# ---- block 1 ----
`src/rtl/load_use_lock_ctrl_pkg.sv`:
```
// Shared CPU constants used by the load-use lock controller:
// FSM state encoding, EX forward-select codes and operand selectors.
package load_use_lock_ctrl_pkg;

    // Lock controller FSM states
    localparam logic [0:0] ST_IDLE   = 1'b0;
    localparam logic [0:0] ST_REPLAY = 1'b1;

    // EX operand mux forward-select codes
    localparam logic [1:0] FWD_NONE = 2'd0;
    localparam logic [1:0] FWD_WB   = 2'd1;
    localparam logic [1:0] FWD_MEM  = 2'd2;
    localparam logic [1:0] FWD_LOCK = 2'd3;

    // Operand selectors
    localparam logic RS1 = 1'b0;
    localparam logic RS2 = 1'b1;

    // True when the FSM is in the replay cycle
    function automatic logic is_replay(input logic [0:0] state);
        return (state == ST_REPLAY);
    endfunction

endpackage

```
`src/rtl/load_use_lock_ctrl_sat_counter.sv`:
```
// Saturating up-counter with enable; sticks at all-ones.
module sat_counter #(
    parameter int W = 16
) (
    input  logic         clk,
    input  logic         rst_n,
    input  logic         i_en,
    output logic [W-1:0] o_count
);

    logic [W-1:0] r_count;
    logic         w_full;

    assign w_full  = &r_count;
    assign o_count = r_count;

    // Count enabled events until every bit is set, then hold
    always_ff @(posedge clk or negedge rst_n) begin
        if (!rst_n) begin
            r_count <= '0;
        end else if (i_en && !w_full) begin
            r_count <= r_count + 1'b1;
        end
    end

endmodule

```
`src/rtl/load_use_lock_ctrl.sv`:
```
// Load-use lock controller.
// On a load-use hazard the front of the pipeline is held for one cycle and a
// NOP is loaded into EX/MEM. If the other source operand was being forwarded
// from WB while stalled, that WB value is captured and presented on the
// replay cycle so the EX operand mux can pick it with forward code FWD_LOCK.
//
// Handshake: there is no valid/ready pair here. load_use_stall_flush is a
// level request sampled every cycle; a request is "taken" on a clock edge
// where the FSM is IDLE and neither mem_stall nor pipe_flush is high. The
// stall/bubble outputs answer the request combinationally in the same cycle.
module load_use_lock_ctrl
    import load_use_lock_ctrl_pkg::*;
#(
    parameter int XLEN  = 32,
    parameter int CNT_W = 16
) (
    input  logic             clk,
    input  logic             rst_n,
    input  logic             load_use_stall_flush,
    input  logic             load_use_wb_lock_signal,
    input  logic             load_use_rs_lock_num,
    input  logic [XLEN-1:0]  WB_rd_data,
    input  logic             mem_stall,
    input  logic             pipe_flush,
    output logic             pc_stall,
    output logic             ifid_stall,
    output logic             idex_stall,
    output logic             exmem_bubble,
    output logic             lock_forward_signal,
    output logic             lock_forward_rs,
    output logic [XLEN-1:0]  lock_data,
    output logic [CNT_W-1:0] stall_cnt,
    output logic             hazard_err,
    output logic [0:0]       dbg_state
);

    logic [0:0]      r_state;
    logic [0:0]      w_next_state;
    logic            r_lock_fwd;
    logic            r_lock_rs;
    logic [XLEN-1:0] r_lock_data;
    logic            r_hazard_err;

    logic            w_idle;
    logic            w_stall;
    logic            w_take;
    logic            w_replay_adv;
    logic            w_proto_err;

    // Decode of the current cycle's events
    assign w_idle       = !is_replay(r_state);
    assign w_stall      = w_idle & load_use_stall_flush & ~pipe_flush;
    // Hazard accepted: the pipeline advances out of the stall on this edge
    assign w_take       = w_stall & ~mem_stall;
    // Replay cycle completes when the pipeline is allowed to advance
    assign w_replay_adv = ~w_idle & ~mem_stall & ~pipe_flush;
    // MEM holds the bubble during replay, so a new hazard here is bogus
    assign w_proto_err  = ~w_idle & load_use_stall_flush & ~pipe_flush;

    assign pc_stall     = w_stall;
    assign ifid_stall   = w_stall;
    assign idex_stall   = w_stall;
    assign exmem_bubble = w_stall;

    assign lock_forward_signal = r_lock_fwd;
    assign lock_forward_rs     = r_lock_rs;
    assign lock_data           = r_lock_data;
    assign hazard_err          = r_hazard_err;
    assign dbg_state           = r_state;

    // Next-state selection; a flush always returns to IDLE
    always_comb begin
        w_next_state = r_state;
        if (pipe_flush) begin
            w_next_state = ST_IDLE;
        end else begin
            case (r_state)
                ST_IDLE: begin
                    if (w_take) begin
                        w_next_state = ST_REPLAY;
                    end
                end
                ST_REPLAY: begin
                    if (!mem_stall) begin
                        w_next_state = ST_IDLE;
                    end
                end
                default: w_next_state = ST_IDLE;
            endcase
        end
    end

    // State register
    always_ff @(posedge clk or negedge rst_n) begin
        if (!rst_n) begin
            r_state <= ST_IDLE;
        end else begin
            r_state <= w_next_state;
        end
    end

    // Lock-forward enable: set from the WB-lock request when a hazard is
    // taken, cleared when replay completes or the pipe is flushed
    always_ff @(posedge clk or negedge rst_n) begin
        if (!rst_n) begin
            r_lock_fwd <= 1'b0;
        end else if (pipe_flush) begin
            r_lock_fwd <= 1'b0;
        end else if (w_take) begin
            r_lock_fwd <= load_use_wb_lock_signal;
        end else if (w_replay_adv) begin
            r_lock_fwd <= 1'b0;
        end
    end

    // Capture the WB value and operand select only when a lock is requested
    always_ff @(posedge clk or negedge rst_n) begin
        if (!rst_n) begin
            r_lock_data <= '0;
            r_lock_rs   <= RS1;
        end else if (w_take && load_use_wb_lock_signal) begin
            r_lock_data <= WB_rd_data;
            r_lock_rs   <= load_use_rs_lock_num;
        end
    end

    // Sticky protocol-violation flag, cleared only by reset
    always_ff @(posedge clk or negedge rst_n) begin
        if (!rst_n) begin
            r_hazard_err <= 1'b0;
        end else if (w_proto_err) begin
            r_hazard_err <= 1'b1;
        end
    end

    // Count of load-use stalls actually taken
    sat_counter #(
        .W (CNT_W)
    ) u_stall_cnt (
        .clk     (clk),
        .rst_n   (rst_n),
        .i_en    (w_take),
        .o_count (stall_cnt)
    );

endmodule

```
`config.mk`:
```
export PLATFORM = sky130hd
export DESIGN_NAME = load_use_lock_ctrl
export DESIGN_NICKNAME = d
export VERILOG_FILES = /design/src/rtl/load_use_lock_ctrl_pkg.sv /design/src/rtl/load_use_lock_ctrl_sat_counter.sv /design/src/rtl/load_use_lock_ctrl.sv
export SDC_FILE = /design/constraint.sdc
export NUM_CORES = 1
export LEC_CHECK = 0
export ABC_CLOCK_PERIOD_IN_PS = 2300
export CELL_PAD_IN_SITES_DETAIL_PLACEMENT = 0
export CELL_PAD_IN_SITES_GLOBAL_PLACEMENT = 1
export CORE_UTILIZATION = 32
export DETAILED_ROUTE_END_ITERATION = 12
export GPL_TIMING_DRIVEN = 0
export PLACE_DENSITY_LB_ADDON = 0.1
export SLEW_MARGIN = 40
export SYNTH_ARGS = -nofsm -noshare
export SYNTH_HDL_FRONTEND = slang
export SYNTH_SLANG_ARGS = --single-unit
```
`constraint.sdc`:
```
create_clock -name clk -period 2.3 [get_ports clk]
set_clock_uncertainty 0.05 [all_clocks]
set_input_delay 0.46 -clock clk [delete_from_list [all_inputs] [get_ports clk]]
set_output_delay 0.46 -clock clk [all_outputs]
set_load 0.01 [all_outputs]
```
# ---- block 2 ----
**src/rtl/sim_crg_top.sv**
```systemverilog
`timescale 1ns/1ps
// sim_crg_top
// Behavioural stand-in for a PLL-plus-clock-divider reset/clock generator.
// After reset release it waits for an emulated PLL lock, briefly stops the
// gated clocks, realigns the /2 divider, and then runs forever. Nothing here
// depends on a global set/reset; every register has an explicit async reset.
//
// Ports
//   clkin    : in  - 100 MHz reference, the only clock
//   rst_n    : in  - asynchronous active-low reset
//   sync2x   : out - gated copy of clkin (edge clock)
//   sync     : out - clkin/2, rising edges aligned to sync2x rising edges
//   dramsync : out - sync, enabled only once the sequence reaches RUN
//   init     : out - free-running clkin/4
module sim_crg_top #(
  parameter int LOCK_CYCLES = 32,
  parameter int STOP_CYCLES = 4
) (
  input  logic clkin,
  input  logic rst_n,
  output logic sync2x,
  output logic sync,
  output logic dramsync,
  output logic init
);

  typedef enum logic [2:0] {
    WAIT_LOCK,
    STOP,
    UPDATE,
    RESUME,
    RUN
  } state_t;

  localparam logic [7:0] LOCK_LAST = 8'(LOCK_CYCLES - 1);
  localparam logic [7:0] STOP_LAST = 8'(STOP_CYCLES - 1);

  state_t     state;
  state_t     state_next;
  logic [7:0] cnt;
  logic       clk_open;   // divider running and edge clock ungated
  logic       dram_req;   // sequence finished, DRAM clock may start
  logic       en;
  logic       dram_en;
  logic       sync_div;
  logic [1:0] init_cnt;

  // State register; the cycle counter restarts on every state change.
  always_ff @(posedge clkin or negedge rst_n) begin
    if (!rst_n) begin
      state <= WAIT_LOCK;
      cnt   <= '0;
    end else begin
      state <= state_next;
      if (state_next != state)
        cnt <= '0;
      else if (state != RUN)
        cnt <= cnt + 8'd1;
    end
  end

  // Next-state logic.
  always_comb begin
    state_next = state;
    case (state)
      WAIT_LOCK: if (cnt == LOCK_LAST) state_next = STOP;
      STOP:      if (cnt == STOP_LAST) state_next = UPDATE;
      UPDATE:    if (cnt == STOP_LAST) state_next = RESUME;
      RESUME:    if (cnt == STOP_LAST) state_next = RUN;
      RUN:       state_next = RUN;
      default:   state_next = WAIT_LOCK;
    endcase
  end

  // Output decode.
  always_comb begin
    clk_open = 1'b1;
    dram_req = 1'b0;
    case (state)
      STOP, UPDATE: clk_open = 1'b0;
      RUN:          dram_req = 1'b1;
      default:      clk_open = 1'b1;
    endcase
  end

  // Divider is held at 0 while stopped so that its first rising edge after
  // RESUME lands on the first ungated sync2x edge.
  always_ff @(posedge clkin or negedge rst_n) begin
    if (!rst_n)
      sync_div <= 1'b0;
    else if (!clk_open)
      sync_div <= 1'b0;
    else
      sync_div <= ~sync_div;
  end

  always_ff @(posedge clkin or negedge rst_n) begin
    if (!rst_n)
      init_cnt <= '0;
    else
      init_cnt <= init_cnt + 2'd1;
  end

  // Enables update on the falling edge, while clkin is low, so the AND gates
  // below can never clip a high phase.
  always_ff @(negedge clkin or negedge rst_n) begin
    if (!rst_n)
      en <= 1'b0;
    else
      en <= clk_open;
  end

  // dram_en may only rise while sync is low, so dramsync starts on a full
  // sync high phase.
  always_ff @(negedge clkin or negedge rst_n) begin
    if (!rst_n)
      dram_en <= 1'b0;
    else if (dram_req && !sync_div)
      dram_en <= 1'b1;
  end

  // rst_n in the gate drops sync2x immediately on reset, without a clock edge.
  assign sync2x   = clkin & en & rst_n;
  assign sync     = sync_div;
  assign dramsync = sync_div & dram_en;
  assign init     = init_cnt[1];

endmodule

```
**config.mk**
```make
export PLATFORM = sky130hd
export DESIGN_NAME = sim_crg_top
export DESIGN_NICKNAME = d
export VERILOG_FILES = /design/src/rtl/sim_crg_top.sv
export SDC_FILE = /design/constraint.sdc
export NUM_CORES = 1
export LEC_CHECK = 0
export ABC_CLOCK_PERIOD_IN_PS = 1600
export CAP_MARGIN = 20
export CORE_MARGIN = 4
export CORE_UTILIZATION = 35
export CTS_BUF_LIST = sky130_fd_sc_hd__clkbuf_8
export DETAILED_ROUTE_END_ITERATION = 16
export GPL_ROUTABILITY_DRIVEN = 0
export REMOVE_ABC_BUFFERS = 1
export SETUP_SLACK_MARGIN = 0.3
export SYNTH_ARGS = -nofsm -noshare
export SYNTH_HDL_FRONTEND = slang
export SYNTH_SLANG_ARGS = --single-unit
```
**constraint.sdc**
```tcl
create_clock -name clkin -period 1.6 [get_ports clkin]
set_input_delay 0.32 -clock clkin [delete_from_list [all_inputs] [get_ports clkin]]
set_output_delay 0.32 -clock clkin [all_outputs]
set_load 0.05 [all_outputs]
```
**Block 1: placement view**

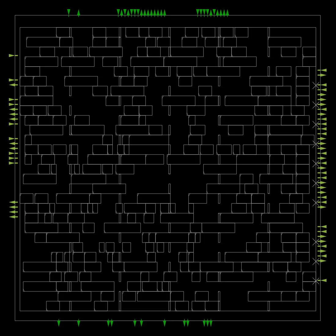
fillcell total: 585
tap cells: 77

==> results.txt, block 1 <==
This note records the results obtained with Yosys and OpenROAD.

Run status
The run finished, with violations left. The checks that failed: DRC.

Setup path
The worst setup path is captured at an output port. Following the worst setup path forward leads to its endpoint at pc_stall. The worst reg-to-reg setup slack is 0.24 ns. Together, buffers and inverters on the worst path number 2.

The critical path required time is between 1.5 and 2 ns. For reference, the critical path is launched at dbg_state. The data arrival time at the worst-slack endpoint is 1.69 ns. The largest fanout of any net on the critical path is 4.

Synth
By count the netlist is led by dfrtp_1, mux2_2, xor2_1, nand2_1, nor2_1. When the netlist entered floorplanning its net count stood at between 150 and 200. The mapped netlist covers 0.00220 mm^2. The synthesis report gives the async set-or-reset register share as 100%. Yosys mapped a number of flops with a built-in enable equal to 0. Sequential cells were found to cover around three fifths of the synthesized design area.

Cells and area
The post-route netlist has between 20% and 30% of its cells at a drive strength greater than 1. The final design area excluding fillers is roughly 0.0034 mm^2. The post-synthesis to final-layout area growth is 54.0%. Per the layout area report, the sequential fraction of cell area is between 30% and 40%. The count of non-CTS inverters in the layout is 3. After layout the clock buffers and inverters come to 3.17% of cell area.

The area taken by multi-input logic gates is between 800 and 900 um^2. For this run, the script counts the antenna cells in the layout as 0. The sequential cell area is 0.00130 mm^2. The biggest area consumer among cell classes is flip-flops and latches.

Drt
The post-detailed-route via-to-cell ratio is 4.72. The post-route DRC violation count is 10. The routed design uses between 300 and 400 um of met3 wire. In the final routing, the length of wire on met1 measures between 2000 and 2500 um.

Clocking
The worst-case clock buffer depth is 2. TritonCTS built the clock tree. The root buffer cell is clkbuf_8. Buffers inserted to repair hold after CTS numbered 1.

The number of gates resized after CTS is 5. CTS added clock buffers totalling 5.

Floorplanning
The number of core rows is 29. The die boundary height is roughly 85 um. The floorplan die width is ~85 um. The core region is approximately 0.0065 mm^2.

Power
Per report_power, the Combinational row totals roughly 0.79 mW. After layout, the design draws a total of 2.62 mW. The power of the sequential group is around 1.2 mW. The switching power total is 0.682 mW.

The switching fraction of total power is a little over a quarter. Combinational cells account for a little under a third of the total power. The clock group power is around 0.62 mW.

Placement
The estimated wirelength of the detail-placed design is between 3000 and 4000 um. Counting tap cells, the placed design contains a total of ~330 instances. The congestion estimate from routability-driven global placement came to 0.690. Input and output buffers added on the ports amount to about 94.

Job
The stage logs contain a warning count of 26. The number of max-capacitance violations reported is 0.

Timing
The worst hold slack after final layout is roughly 0.4 ns.

Worst hold path
The cell depth of the worst hold path is 2.

GRT
The overflow left after global routing is 0.
==> block 1: cell families after synthesis <==
logic type	Yosys count	share of synthesized area, %
flops	52	59.1
simple gates	39	11.9
mux	35	17.9
compound gates	11	3.98
xor+xnor	11	4.37
buf+inv	9	2.21
fa+ha+maj	1	0.568
==> block 1: state kept, by name (all words and copies together) (netlist names) <==
name and flops:
lock_forward_signal 1, hazard_err 1, u_stall_cnt.o_count 16, lock_data 32, dbg_state 1, lock_forward_rs 1
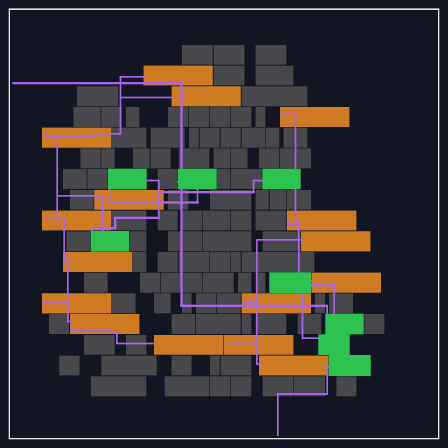
**Above:** block 2 (clock wires, drivers and flops).
[orange] flip-flops | count: 16
[purple] clock wires | length: 318 um
[green] clock drivers | count: 8
routed clock nets: 9
clock latency reported for the late side of the worst-skew pair: 0.39 ns
Post-Route Skew: 0.0338 ns
clock distribution power: 0.688 mW
clock group share of total power: 62.3%

==> results.txt, block 2 <==
This note records the results obtained with Yosys and OpenROAD.

Cells and area
Cells fill 64.0% of the core in the end. After filler insertion, the fill cell instance count of the layout stands at 164. The non-filler instance count after layout is 146. The fraction of area in registers is between 20% and 30%. The fraction of cell area in multi-input combinational cells is reported as between 30 and 40%. From synthesis to final layout, the design area changed by 74.0%.

Timing
The setup total negative slack is -2.43 ns. On the final layout, the worst hold slack is about 0.055 ns. The last timing report of the flow puts the setup violation total at 15. The final worst-path setup slack is -0.601 ns.

Synth
The yosys-reported design area after synthesis is a little over 800 um^2. The cell count after synthesis is 79. Per the synth stats, the proportion of register bits with asynchronous set or reset is 100%. The cell area after technology mapping is 813 um^2.

Run status
The checks that failed: setup timing. The flow ran to the end, but the final reports show violations.

Clocking
For reference, the clock transition at the flip-flops on the worst setup and hold paths is roughly 0.060 ns. The count of hold buffers inserted by post-cts repair is 0. TritonCTS built the clock tree.

Drt
After detailed routing, the met3 layer carries about 110 um of wire. The routed wire length per instance is roughly 16 um. The detail route stage leaves a number of antenna-violating nets equal to 0. The detailed router placed 791 vias in this run. The routed wirelength on the met1 layer is recorded as 992 um.

Setup path
The capture point of the worst register-to-register path is recorded as state[1]. STA classifies the critical path endpoint as an output port.

Placement
The setup slack at placement is -0.790 ns.

Power
The power share of the combinational group is 1.0%. The highest supply drop recorded on VDD is 0.652 mV. The reported combinational group power is ~0.011 mW.

Floorplanning
The number of core rows is 17. The total die size is between 0.003 and 0.004 mm^2. Across the placement rows, the number of tap cells is 28.

Worst hold path
The class of the worst hold path is in2async.
-- block 2: Yosys cell counts (3+ instances only) --
cell,instances
o21ai_0,4
dfrtp_1,14
o31ai_1,5
or3_1,4
nand2_1,4
or4_1,3
a22oi_1,3
a21oi_1,8
inv_1,4
-- block 2: worst max-delay path by stage --
stage / cells after the start / slack, ns / to
2_1_floorplan: 1 / -0.32 / sync2x
3_3_place_gp: 2 / -0.79 / sync2x
4_1_cts: 2 / -0.60 / dramsync
3_5_place_dp: 2 / -0.79 / sync2x
6_report: 2 / -0.60 / sync2x
5_1_grt: 2 / -0.63 / sync2x


## Gallery

Placed cells, one color a class.
Bar = 20 um.
image #1
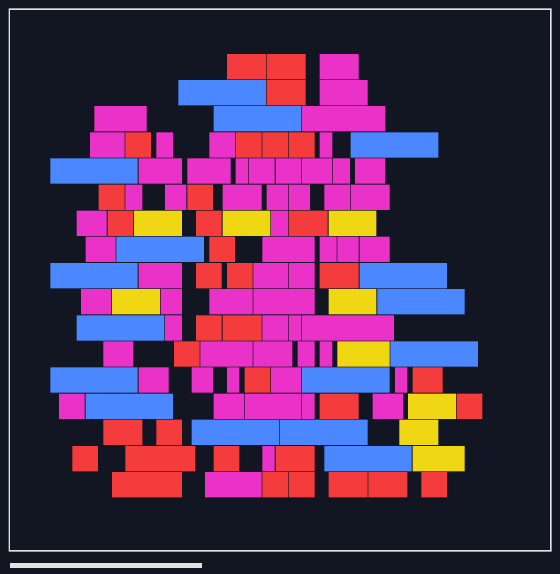
image #2
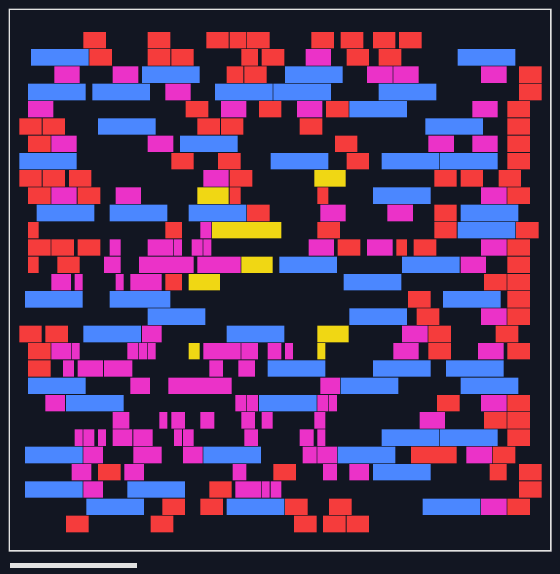
- image #1 = block 2
- image #2 = block 1

Power figures rest on the tool's default switching activity, not on a simulated workload.
